# ---- hybrid_adder_pipe ----
Fig. 1: hybrid_adder_pipe, routing congestion
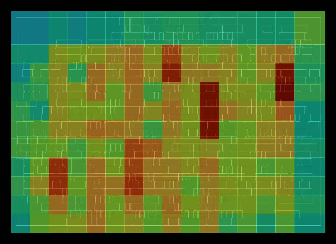

[src/rtl/hybrid_adder_pipe.sv]
// Pipelined add/subtract: WIDTH/BLK registered carry-lookahead slices, one slice per stage,
// carries rippling stage-to-stage, valid/ready flow control with a single global advance.
module hybrid_adder_pipe #(
  parameter int unsigned WIDTH = 16,
  parameter int unsigned BLK   = 4
) (
  input  logic             clk,
  input  logic             rst_n,
  input  logic             in_valid,
  output logic             in_ready,
  input  logic [WIDTH-1:0] in_a,
  input  logic [WIDTH-1:0] in_b,
  input  logic             in_cin,
  input  logic             in_sub,
  output logic             out_valid,
  input  logic             out_ready,
  output logic [WIDTH-1:0] out_sum,
  output logic             out_cout,
  output logic             out_ovf
);
  localparam int unsigned NSTG = WIDTH / BLK;

  if (BLK < 1 || (WIDTH % BLK) != 0) begin : g_bad_params
    $error("hybrid_adder_pipe: WIDTH must be a nonzero multiple of BLK");
  end

  // Full lookahead: C[i] = c0&P[0..i-1] | OR_j ( G[j] & P[j+1..i-1] ).
  function automatic logic [BLK:0] cla_carries(input logic [BLK-1:0] p,
                                               input logic [BLK-1:0] g,
                                               input logic           c0);
    logic [BLK:0] c;
    logic         term;
    c = '0;
    for (int i = 0; i <= int'(BLK); i++) begin
      term = c0;
      for (int m = 0; m < i; m++) term = term & p[m];
      c[i] = term;
      for (int j = 0; j < i; j++) begin
        term = g[j];
        for (int m = j + 1; m < i; m++) term = term & p[m];
        c[i] = c[i] | term;
      end
    end
    return c;
  endfunction

  // Stage inputs: stage 0 from the ports, stage k from the stage k-1 registers.
  logic [WIDTH-1:0] a_in [NSTG];
  logic [WIDTH-1:0] b_in [NSTG];
  logic [WIDTH-1:0] s_in [NSTG];
  logic [NSTG-1:0]  c_in;

  logic [WIDTH-1:0] s_d  [NSTG];
  logic [BLK:0]     cc   [NSTG];
  logic [NSTG-1:0]  c_d;

  logic [WIDTH-1:0] a_q  [NSTG];
  logic [WIDTH-1:0] b_q  [NSTG];
  logic [WIDTH-1:0] s_q  [NSTG];
  logic [NSTG-1:0]  c_q;
  logic [NSTG-1:0]  valid_q, valid_d;
  logic             ovf_q, ovf_d;
  logic             adv;

  assign adv      = ~valid_q[NSTG-1] | out_ready;
  assign in_ready = adv;

  assign a_in[0] = in_a;
  assign b_in[0] = in_sub ? ~in_b : in_b;
  assign s_in[0] = '0;
  assign c_in[0] = in_sub | in_cin;

  for (genvar k = 1; k < NSTG; k++) begin : g_link
    assign a_in[k] = a_q[k-1];
    assign b_in[k] = b_q[k-1];
    assign s_in[k] = s_q[k-1];
    assign c_in[k] = c_q[k-1];
  end

  for (genvar k = 0; k < NSTG; k++) begin : g_stage
    logic [BLK-1:0] p;
    logic [BLK-1:0] g;
    assign p      = a_in[k][k*BLK +: BLK] ^ b_in[k][k*BLK +: BLK];
    assign g      = a_in[k][k*BLK +: BLK] & b_in[k][k*BLK +: BLK];
    assign cc[k]  = cla_carries(p, g, c_in[k]);
    // Lower slices are already final and upper slices still zero, so OR-merge is exact.
    assign s_d[k] = s_in[k] | (WIDTH'(p ^ cc[k][BLK-1:0]) << (k * BLK));
    assign c_d[k] = cc[k][BLK];
  end

  assign ovf_d   = cc[NSTG-1][BLK] ^ cc[NSTG-1][BLK-1];
  assign valid_d = (valid_q << 1) | NSTG'(in_valid);

  always_ff @(posedge clk or negedge rst_n) begin
    if (!rst_n) begin
      valid_q <= '0;
      c_q     <= '0;
      ovf_q   <= 1'b0;
      for (int k = 0; k < int'(NSTG); k++) begin
        a_q[k] <= '0;
        b_q[k] <= '0;
        s_q[k] <= '0;
      end
    end else if (adv) begin
      valid_q <= valid_d;
      c_q     <= c_d;
      ovf_q   <= ovf_d;
      for (int k = 0; k < int'(NSTG); k++) begin
        a_q[k] <= a_in[k];
        b_q[k] <= b_in[k];
        s_q[k] <= s_d[k];
      end
    end
  end

  assign out_valid = valid_q[NSTG-1];
  assign out_sum   = s_q[NSTG-1];
  assign out_cout  = c_q[NSTG-1];
  assign out_ovf   = ovf_q;

endmodule

[config.mk]
export PLATFORM = sky130hd
export DESIGN_NAME = hybrid_adder_pipe
export DESIGN_NICKNAME = d
export VERILOG_FILES = /design/src/rtl/hybrid_adder_pipe.sv
export SDC_FILE = /design/constraint.sdc
export NUM_CORES = 1
export LEC_CHECK = 0
export CAP_MARGIN = 20
export CORE_ASPECT_RATIO = 0.7
export CORE_MARGIN = 1.5
export CORE_UTILIZATION = 50
export DETAILED_ROUTE_END_ITERATION = 10
export PLACE_DENSITY = 0.74
export SYNTH_ARGS = -nofsm -noshare
export SYNTH_HDL_FRONTEND = slang
export SYNTH_SLANG_ARGS = --single-unit
export TNS_END_PERCENT = 20
[constraint.sdc]
create_clock -name clk -period 2.4 [get_ports clk]
set_input_delay 0.48 -clock clk [delete_from_list [all_inputs] [get_ports clk]]
set_output_delay 0.48 -clock clk [all_outputs]
set_load 0.005 [all_outputs]
# ---- pc_sequencer ----
File: src/rtl/pc_sequencer.sv
// Program-counter sequencer: BOOT/RUN/HALT control, branch/jump target selection and return-address stack.
// Define PC_SEQ_RAS_EN to build the return-address stack; otherwise call acts as jmp and ret is ignored.
module pc_sequencer #(
    parameter logic [15:0] RESET_VEC = 16'h0000,
    parameter int unsigned RAS_DEPTH = 4
) (
    input  logic        clk,
    input  logic        rst,
    input  logic [15:0] pc_cur,
    input  logic        stall,
    input  logic        halt,
    input  logic        resume,
    input  logic        br_taken,
    input  logic [7:0]  br_off,
    input  logic        jmp,
    input  logic [15:0] jmp_addr,
    input  logic        call,
    input  logic        ret,
    output logic [15:0] next_pc,
    output logic        pc_we,
    output logic        halted,
    output logic        ras_ovf,
    output logic        ras_unf
);
    localparam int unsigned AW = 16;

    typedef enum logic [1:0] {BOOT, RUN, HALT} state_t;

    state_t        state;
    logic          act;
    logic          do_ret;
    logic          do_call;
    logic          ras_empty;
    logic [AW-1:0] ras_top;
    logic [AW-1:0] pc_inc;
    logic [AW-1:0] br_tgt;

    // A request only acts in a RUN cycle that is neither stalled nor halting.
    assign act    = (state == RUN) && !stall && !halt;
    assign pc_inc = pc_cur + AW'(1);
    assign br_tgt = pc_inc + {{8{br_off[7]}}, br_off};
    assign halted = (state == HALT);

`ifdef PC_SEQ_RAS_EN
    localparam int unsigned CW = $clog2(RAS_DEPTH + 1);
    localparam int unsigned IW = $clog2(RAS_DEPTH);

    logic [AW-1:0] ras [RAS_DEPTH];
    logic [CW-1:0] ras_cnt;
    logic          ras_full;

    assign do_ret    = act && ret;
    assign do_call   = act && !ret && call;
    assign ras_empty = (ras_cnt == CW'(0));
    assign ras_full  = (ras_cnt == CW'(RAS_DEPTH));
    assign ras_top   = ras[IW'(ras_cnt - CW'(1))];

    // Stack pointer and sticky error flags; a rejected push/pop leaves the stack as it was.
    always_ff @(posedge clk or posedge rst) begin
        if (rst) begin
            ras_cnt <= CW'(0);
            ras_ovf <= 1'b0;
            ras_unf <= 1'b0;
        end else if (do_ret) begin
            if (ras_empty) ras_unf <= 1'b1;
            else           ras_cnt <= ras_cnt - CW'(1);
        end else if (do_call) begin
            if (ras_full)  ras_ovf <= 1'b1;
            else           ras_cnt <= ras_cnt + CW'(1);
        end
    end

    always_ff @(posedge clk) begin
        if (do_call && !ras_full) ras[IW'(ras_cnt)] <= pc_inc;
    end
`else
    logic unused_ret;

    assign unused_ret = ret;
    assign do_ret     = 1'b0;
    assign do_call    = act && call;
    assign ras_empty  = 1'b1;
    assign ras_top    = '0;
    assign ras_ovf    = 1'b0;
    assign ras_unf    = 1'b0;
`endif

    always_ff @(posedge clk or posedge rst) begin
        if (rst) begin
            state <= BOOT;
        end else begin
            case (state)
                BOOT:    state <= RUN;
                RUN:     if (halt && !stall) state <= HALT;
                HALT:    if (resume) state <= RUN;
                default: state <= BOOT;
            endcase
        end
    end

    // Zero-latency target selection: ret > call > jmp > br_taken > sequential.
    always_comb begin
        next_pc = pc_cur;
        pc_we   = 1'b0;
        if (rst) begin
            next_pc = RESET_VEC;
        end else if (state == BOOT) begin
            next_pc = RESET_VEC;
            pc_we   = 1'b1;
        end else if (act) begin
            pc_we = 1'b1;
            if (do_ret && !ras_empty) next_pc = ras_top;
            else if (do_ret)          next_pc = pc_inc;
            else if (do_call || jmp)  next_pc = jmp_addr;
            else if (br_taken)        next_pc = br_tgt;
            else                      next_pc = pc_inc;
        end
    end
endmodule

File: config.mk
export PLATFORM = sky130hd
export DESIGN_NAME = pc_sequencer
export DESIGN_NICKNAME = d
export VERILOG_FILES = /design/src/rtl/pc_sequencer.sv
export SDC_FILE = /design/constraint.sdc
export NUM_CORES = 1
export LEC_CHECK = 0
export CORE_ASPECT_RATIO = 1.1
export CORE_MARGIN = 1
export CORE_UTILIZATION = 40
export CTS_CLUSTER_DIAMETER = 100
export DETAILED_ROUTE_END_ITERATION = 8
export PLACE_DENSITY = 0.83
export SLEW_MARGIN = 15
export SYNTH_ARGS = -nofsm -noshare
export SYNTH_HDL_FRONTEND = slang
export SYNTH_SLANG_ARGS = --single-unit
File: constraint.sdc
create_clock -name clk -period 2.9 [get_ports clk]
set_clock_uncertainty 0.1 [all_clocks]
set_input_delay 0.29 -clock clk [delete_from_list [all_inputs] [get_ports clk]]
set_output_delay 0.29 -clock clk [all_outputs]
set_load 0.02 [all_outputs]

==> layout pictures side by side <==
Metal 4.
Bar = 20 microns.
picture 1
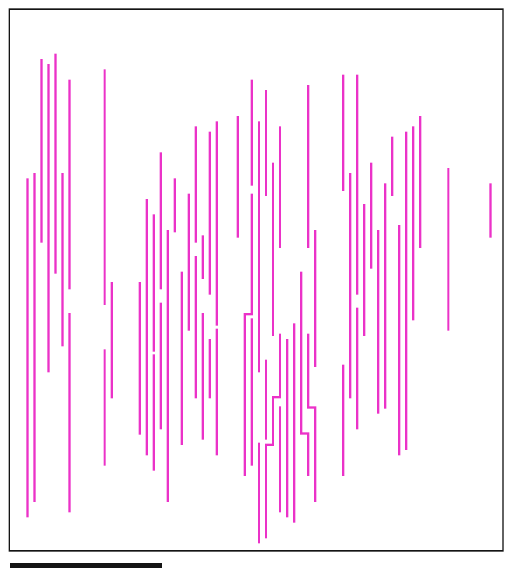
picture 2
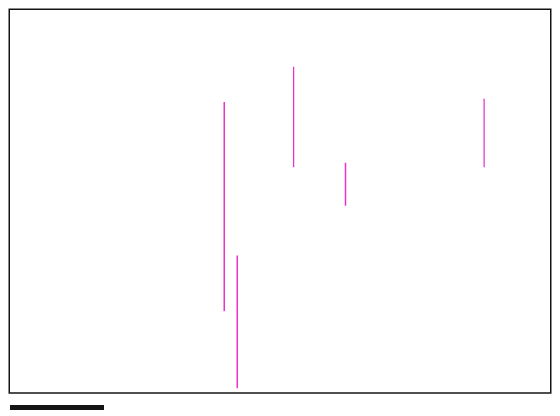
The one with the largest die is picture 2.
pc_sequencer is picture 1.
hybrid_adder_pipe is picture 2.

Key to picture 2:
wire length on this layer: 116 microns
main direction: vertical
nets with wire on the layer: 5
share of all routed wire: 1.5%
longest straight run: 44.2 microns

Fig. 2: pc_sequencer, routing congestion
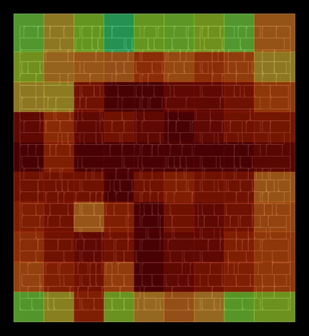
Util after Layout: 92.6%
Top Usage Layer GRT: met2
DR WL/cell: 26.8 microns
met2 Resource Use GR: 68.3%
met1 Resource Use GR: 41.8%

Fig. 3: pc_sequencer, logic cells by family
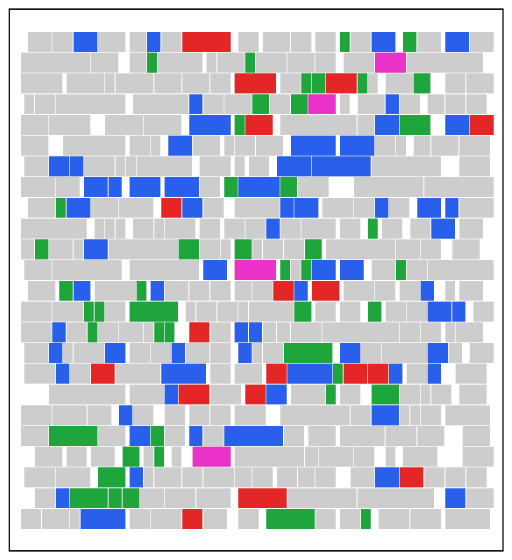
legend:
  AND-OR and OR-AND gates:
    colour: red
    cells: 18
    most_used: a21o_1
  multiplexers:
    colour: magenta
    cells: 4
  inverting AOI/OAI gates:
    colour: blue
    cells: 66
    most_used: o21ai_0
  NAND gates:
    colour: green
    cells: 47
    most_used: nand2_1

==> impl_metrics.yaml, pc_sequencer <==
# implementation run metrics
synthesis:
  netlist_top_cells_count: "nor2_1, nand2_1, a21oi_1, ha_1, o21ai_0"
  syn_inst: 244
  aoi_share_pct: 33.9
  yosysTopAreaCellShare_pct: 13.8
  ys_seq_share_pct: 2.90
  ff_type: "dfrtp_1"
  synth.distinct_cells: 56
  ys_area_sq_um: 1720
  syn_avg_cell_area_sq_um: 7.06
cts:
  post_cts_buffers: 11
  root_buffer: "clkbuf_8"
  ctsLongestPathBuffers: 2
  ctsHoldBuffers: 0
floorplan:
  ios: 69
  nWellTaps: 52
placement:
  hpwl_mm: 5.74
  placed_area_sq_um: 3020
  place_inst: 432
  place_congestion: 0.947
worst_setup_path:
  crit_arrival_ns: 2.96
  critPathKind: "input port to output port"
  startpoint: "pc_cur[6]"
  critPathMaxFanout: 4
  rr_worst_depth: 2
  reg2reg_setup_slack_ns: 1.82
  critical_path_depth: 13
  cp.required_ns: 2.51
  setup.worst_path.end: "next_pc[12]"
  critPathTopFamily: "AND-OR/OR-AND gates"
grt:
  grt_pass1_vias: 2851
  overflow: 0
final_timing:
  fin_crit_sh_pct: 115
  setup_viol: 14
  tns_ns: -3.18
  setup_ws_ns: -0.448
  tightestPinTransition_ns: 0.493
  maxSlewViolCount: 0
  whs_ns: 0.360
finish:
  drive_gt1_share_pct: 48.9
  largest_cell_class: "logic gates"
  seq_share_pct: 1.33
  clkCellAreaFrac_pct: 1.10
  logic_gates: 224
  final_cell_count_no_fill: 453
  final_common_cell: "buf_4"
  finish.instance_area_sq_um: 3750
  sh_comb_area_pct: 57.2
  largest_registers: "state (2)"
  inv_count: 10
  final_nets: 472
  buffers_excl_clock: 162
  buf_share_pct: 37.6
power:
  power_leader: "combinational logic"
  clock_power_share_pct: 10.9
  vdd_ir_drop_max_mv: 0.401
  p_comb_uw: 857
  p_seq_uw: 39.9
  pwr-share-seq_pct: 4.0
route:
  dr.pass1.iters: 7
  wl_met2_mm: 5.50
  routed.top_layer: "met4"
  wl_mm: 12.1
outcome:
  violations: "setup timing"
  status: "finished with violations"
run:
  tool_warnings: 33
  maxCapViolCount: 0
worst_hold_path:
  min_path_type: "input port to asynchronous set/reset pin"
Fig. 4: hybrid_adder_pipe, sequential cells grouped by signal name
Bar = 20 microns. Other sequential cells in the stronger grey, the rest of the logic in the fainter grey.
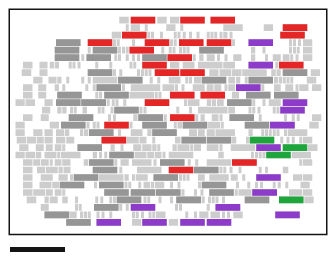
legend:
  valid_q:
    colour: green
    sequential_cells: 4
  out_sum:
    colour: purple
    sequential_cells: 16
  a_in:
    colour: red
    sequential_cells: 24
not coloured: 53

About Fig. 1:
All-Layer GR Usage: 19.3%
met1 Resource Use GR: 26.6%
DR WL/cell: 12.6 microns
Util after Layout: 63.4%
met3 Use GR: 5.30%

==> impl_metrics.yaml, hybrid_adder_pipe <==
# implementation run metrics
finish:
  finish.instance_area_sq_um: 5380
  antenna_cells: 0
  largest_cell_class: "flip-flops and latches"
  syn2layout_area_growth_pct: 23.1
  clkCellAreaFrac_pct: 6.00
  flops: 97
  final_nets: 575
final_timing:
  setup_viol: 0
  whs_ns: 0.0548
  relSlewSlack_pct: 72.2
  grt_setup_unrepaired: "false"
  tns_ns: 0
  hold_viol: 0
synthesis:
  top_logic_kind: "simple AND/OR/NAND/NOR gates"
  ff_type: "dfrtp_1"
  aoi_share_pct: 8.85
  area_leaders: "dfrtp_1, nand2_1, ha_1"
  ys_warn_count: 0
  ys_seq_share_pct: 55.5
  fp_nets: 523
worst_setup_path:
  rr_worst_depth: 5
  worstReg2RegEnd: "s_in[23]"
  reg2reg_setup_slack_ns: 0.53
  critPathTopFamily: "AND-OR/OR-AND gates"
  cp_cell_sequence: "clkdlybuf4s50_1 -> xor2_1 -> ha_1 -> ha_1 -> o211a_1 -> o21a_1 -> o31a_1"
  crit_arrival_ns: 2.36
  critPathMaxStageDelay_ns: 0.52
  critPathMaxFanout: 4
  start_kind: "input port"
  cp.required_ns: 2.62
route:
  drt_iter0_drc: 352
  dr.pass1.iters: 4
cts:
  cts.clk_slew.worst_paths_ns: 0.07
  ctsHoldBuffers: 0
  cts_buffers: 9
  root_buffer: "clkbuf_16"
  clock_latency_ns: 0.33
floorplan:
  rows: 28
  die-height_microns: 81.2
  nWellTaps: 120
  chip_area_sq_um: 9320
grt:
  overflow: 0
  grt_pass1_vias: 3060
  antenna_found_initial: 0
placement:
  place_inst: 622
  port_buffers: 57
outcome:
  status: "complete, no violations"
power:
  power_leader: "sequential cells"
  power.switching_uw: 2220
  pwr-share-seq_pct: 41.5
  power_density_nw_per_um2: 1240
  power_frac_comb_pct: 35.7
  p_seq_uw: 2770
  p_comb_uw: 2380
run:
  maxCapViolCount: 0

# ---- f_pc_unit ----
$ cat config.mk
export PLATFORM = sky130hd
export DESIGN_NAME = f_pc_unit
export DESIGN_NICKNAME = d
export VERILOG_FILES = /design/src/rtl/f_pc_pkg.sv /design/src/rtl/f_pc_ras.sv /design/src/rtl/f_pc_unit.sv
export SDC_FILE = /design/constraint.sdc
export NUM_CORES = 1
export LEC_CHECK = 0
export ABC_CLOCK_PERIOD_IN_PS = 2500
export CORE_MARGIN = 2
export CORE_UTILIZATION = 41
export CTS_CLUSTER_SIZE = 20
export DETAILED_ROUTE_END_ITERATION = 8
export PLACE_DENSITY = 0.81
export SLEW_MARGIN = 25
export SYNTH_ARGS = -nofsm -noshare
export SYNTH_HDL_FRONTEND = slang
export SYNTH_SLANG_ARGS = --single-unit
$ cat constraint.sdc
create_clock -name clk_i -period 2.5 [get_ports clk_i]
set_input_delay 0.5 -clock clk_i [delete_from_list [all_inputs] [get_ports clk_i]]
set_output_delay 0.5 -clock clk_i [all_outputs]
set_load 0.02 [all_outputs]
$ cat src/rtl/f_pc_pkg.sv
// Shared types and default constants for the fetch-stage program counter.
// The optional return-address stack is enabled with F_PC_RAS_EN.
package f_pc_pkg;

  typedef enum logic [1:0] {
    BOOT = 2'd0,
    RUN  = 2'd1,
    EXC  = 2'd2
  } state_e;

  localparam logic [31:0] DEF_RESET_VEC = 32'h0000_3000;
  localparam logic [31:0] DEF_EXC_VEC   = 32'h0000_4180;
  localparam int          EPOCH_W       = 2;

endpackage

$ cat src/rtl/f_pc_ras.sv
// Circular return-address stack: a full push overwrites the oldest entry, and
// a push that coincides with a pop replaces the top in place.
module f_pc_ras
  import f_pc_pkg::*;
#(
  parameter int unsigned WIDTH = 32,
  parameter int unsigned DEPTH = 4
) (
  input  logic             clk_i,
  input  logic             reset_n_i,
  input  logic             push_i,
  input  logic [WIDTH-1:0] push_addr_i,
  input  logic             pop_i,
  output logic [WIDTH-1:0] top_o,
  output logic             empty_o
);

  localparam int unsigned AW   = $clog2(DEPTH);
  localparam logic [AW:0] FULL = (AW+1)'(DEPTH);

  logic [WIDTH-1:0] mem_q [DEPTH];
  logic [AW-1:0]    tp_q, tp_d, wr_idx;
  logic [AW:0]      cnt_q, cnt_d;

  always_comb begin
    tp_d   = tp_q;
    cnt_d  = cnt_q;
    wr_idx = pop_i ? tp_q : tp_q + 1'b1;
    if (push_i && !pop_i) begin
      tp_d = tp_q + 1'b1;
      if (cnt_q != FULL) cnt_d = cnt_q + 1'b1;
    end else if (pop_i && !push_i) begin
      tp_d  = tp_q - 1'b1;
      cnt_d = cnt_q - 1'b1;
    end
  end

  always_ff @(posedge clk_i or negedge reset_n_i) begin
    if (!reset_n_i) begin
      tp_q  <= '0;
      cnt_q <= '0;
      for (int i = 0; i < int'(DEPTH); i++) mem_q[i] <= '0;
    end else begin
      tp_q  <= tp_d;
      cnt_q <= cnt_d;
      if (push_i) mem_q[wr_idx] <= push_addr_i;
    end
  end

  assign top_o   = mem_q[tp_q];
  assign empty_o = (cnt_q == '0);

endmodule

$ cat src/rtl/f_pc_unit.sv
// Fetch PC with redirect priority, stall hold, exception entry/return and epoch tag.
// Define F_PC_RAS_EN to add the return-address stack as a predicted-return source.
module f_pc_unit
  import f_pc_pkg::*;
#(
  parameter int unsigned      WIDTH     = 32,
  parameter logic [WIDTH-1:0] RESET_VEC = WIDTH'(DEF_RESET_VEC),
  parameter logic [WIDTH-1:0] EXC_VEC   = WIDTH'(DEF_EXC_VEC),
  parameter int unsigned      STEP      = 4,
  parameter int unsigned      RAS_DEPTH = 4
) (
  input  logic               clk_i,
  input  logic               reset_n_i,
  input  logic               en_i,
  input  logic               br_valid_i,
  input  logic [WIDTH-1:0]   br_target_i,
  input  logic               exc_valid_i,
  input  logic               eret_valid_i,
  input  logic [WIDTH-1:0]   epc_i,
  input  logic               ras_push_i,
  input  logic [WIDTH-1:0]   ras_push_addr_i,
  input  logic               ras_pop_i,
  output logic [WIDTH-1:0]   pc_o,
  output logic               pc_valid_o,
  output logic               pc_misalign_o,
  output logic               in_exc_o,
  output logic [EPOCH_W-1:0] epoch_o,
  output logic               ras_empty_o
);

  state_e             state_q, state_d;
  logic [WIDTH-1:0]   pc_q, pc_d;
  logic               pc_valid_q, pc_valid_d;
  logic               in_exc_q, in_exc_d;
  logic [EPOCH_W-1:0] epoch_q, epoch_d;
  logic               redirect;
  logic               ras_pop_acc;
  logic               ras_empty;
  logic [WIDTH-1:0]   ras_top;

`ifdef F_PC_RAS_EN
  f_pc_ras #(
    .WIDTH (WIDTH),
    .DEPTH (RAS_DEPTH)
  ) u_ras (
    .clk_i       (clk_i),
    .reset_n_i   (reset_n_i),
    .push_i      (ras_push_i && (state_q != BOOT)),
    .push_addr_i (ras_push_addr_i),
    .pop_i       (ras_pop_acc),
    .top_o       (ras_top),
    .empty_o     (ras_empty)
  );
`else
  logic unused_ras;
  assign unused_ras = ^{ras_push_i, ras_push_addr_i, ras_pop_i, ras_pop_acc, ras_top,
                        1'(RAS_DEPTH)};
  assign ras_top    = '0;
  assign ras_empty  = 1'b1;
`endif

  always_comb begin
    state_d     = state_q;
    pc_d        = pc_q;
    pc_valid_d  = pc_valid_q;
    in_exc_d    = in_exc_q;
    redirect    = 1'b0;
    ras_pop_acc = 1'b0;
    if (state_q == BOOT) begin
      state_d    = RUN;
      pc_valid_d = 1'b1;
    end else if (exc_valid_i && !in_exc_q) begin
      pc_d     = EXC_VEC;
      in_exc_d = 1'b1;
      state_d  = EXC;
      redirect = 1'b1;
    end else if (eret_valid_i && in_exc_q) begin
      pc_d     = epc_i;
      in_exc_d = 1'b0;
      state_d  = RUN;
      redirect = 1'b1;
    end else if (br_valid_i) begin
      pc_d     = br_target_i;
      redirect = 1'b1;
`ifdef F_PC_RAS_EN
    end else if (ras_pop_i && !ras_empty) begin
      pc_d        = ras_top;
      redirect    = 1'b1;
      ras_pop_acc = 1'b1;
`endif
    end else if (en_i) begin
      pc_d = pc_q + WIDTH'(STEP);
    end
    epoch_d = redirect ? epoch_q + 1'b1 : epoch_q;
  end

  always_ff @(posedge clk_i or negedge reset_n_i) begin
    if (!reset_n_i) begin
      state_q    <= BOOT;
      pc_q       <= RESET_VEC;
      pc_valid_q <= 1'b0;
      in_exc_q   <= 1'b0;
      epoch_q    <= '0;
    end else begin
      state_q    <= state_d;
      pc_q       <= pc_d;
      pc_valid_q <= pc_valid_d;
      in_exc_q   <= in_exc_d;
      epoch_q    <= epoch_d;
    end
  end

  assign pc_o          = pc_q;
  assign pc_valid_o    = pc_valid_q;
  assign pc_misalign_o = |pc_q[1:0];
  assign in_exc_o      = in_exc_q;
  assign epoch_o       = epoch_q;
  assign ras_empty_o   = ras_empty;

endmodule
Fig. 5: f_pc_unit, routing congestion
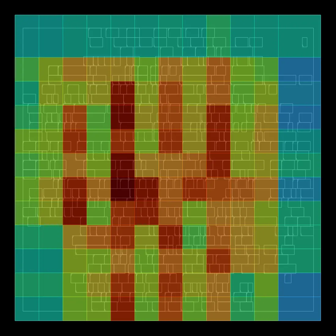
met1 Resource Use GR: 31.3%
All-Layer GR Usage: 24.7%

==> impl_metrics.yaml <==
# implementation run metrics
worst_setup_path:
  critPathKind: "input port to flop"
  crit_buf_inv: 2
  rr_worst_depth: 6
  startpoint: "eret_valid_i"
  cp.required_ns: 2.67
  crit-reg2reg-launch: "in_exc_o"
  critPathTopFamily: "AND-OR/OR-AND gates"
  crit_arrival_ns: 2.46
  critPathMaxFanout: 9
  setup.worst_path.end: "pc_o[12]"
synthesis:
  ys_sh_simple_pct: 28.7
  synthMuxAreaShare_pct: 0.691
  async_flop_share_pct: 100
  area_leaders: "dfrtp_1, o21ai_0, a21oi_1"
  syn_area_sq_um: 2900
  syn_inst: 356
  aoi_share_pct: 28.4
  fp_nets: 461
  synth-edff-count: 0
  xor_share_pct: 2.42
final_timing:
  setup_ws_ns: 0.205
  relSlewSlack_pct: 42.3
  grt_setup_unrepaired: "false"
  tightestPinTransition_ns: 0.865
  clock_skew_ns: 0.0100
floorplan:
  nWellTaps: 96
  fp-utilization_pct: 42.4
  ios: 142
  rows: 30
  chip_area_sq_um: 7760
  core_sq_um: 6830
power:
  clock_power_uw: 539
  switching_share_pct: 46.1
  power_uw: 4620
  power_frac_comb_pct: 57.9
outcome:
  status: "complete, no violations"
cts:
  cts_buffers: 5
  root_buffer: "clkbuf_8"
  cts_tree: "done"
  ctsHoldBuffers: 0
  cts.clk_slew.worst_paths_ns: 0.09
  ctsLongestPathBuffers: 2
route:
  vias_per_cell: 5.94
  wl_mm: 9.47
  drt-met1-wl_mm: 3.84
  ant_nets: 0
grt:
  overflow: 0
  met2_usage_pct: 41.9
  grtUsageMet3_pct: 4.62
placement:
  port_buffers: 106
finish:
  final-comb-area_sq_um: 1760
  final_nets: 566
  drive_gt1_share_pct: 9.09
  largest_reg_flops: 32
  buf_share_pct: 28.8
  final_cell_count_no_fill: 558
  inv_count: 10
  syn2layout_area_growth_pct: 44.7
  buffers_excl_clock: 123
run:
  maxCapViolCount: 0
worst_hold_path:
  min_path_type: "input port to asynchronous set/reset pin"


==> notes/layouts.md <==
Pictures saved along the way, in no particular order.

Signal wires by layer.
Only two layers are drawn.
image #1
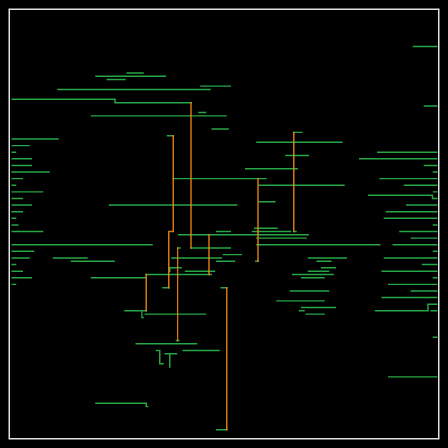
image #2
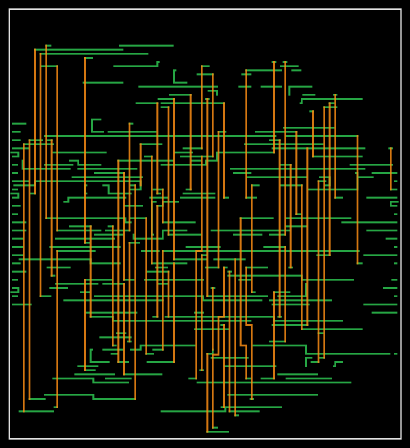
image #3
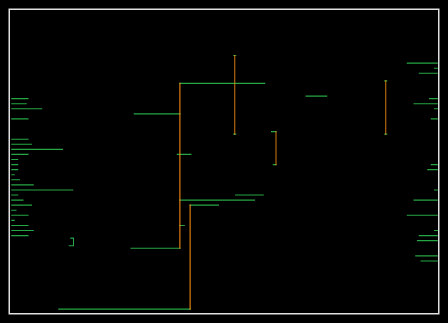
For pc_sequencer, see image #2.
For hybrid_adder_pipe, see image #3.
For f_pc_unit, see image #1.
Of these, most wire: image #2
Of these, least wire: image #3

Key to image #3:
legend:
  met4:
    colour: orange
    wire_length: 116 microns
  met3:
    colour: green
    wire_length: 308 microns

No activity file was given, so power comes from the tool's default toggle rates.
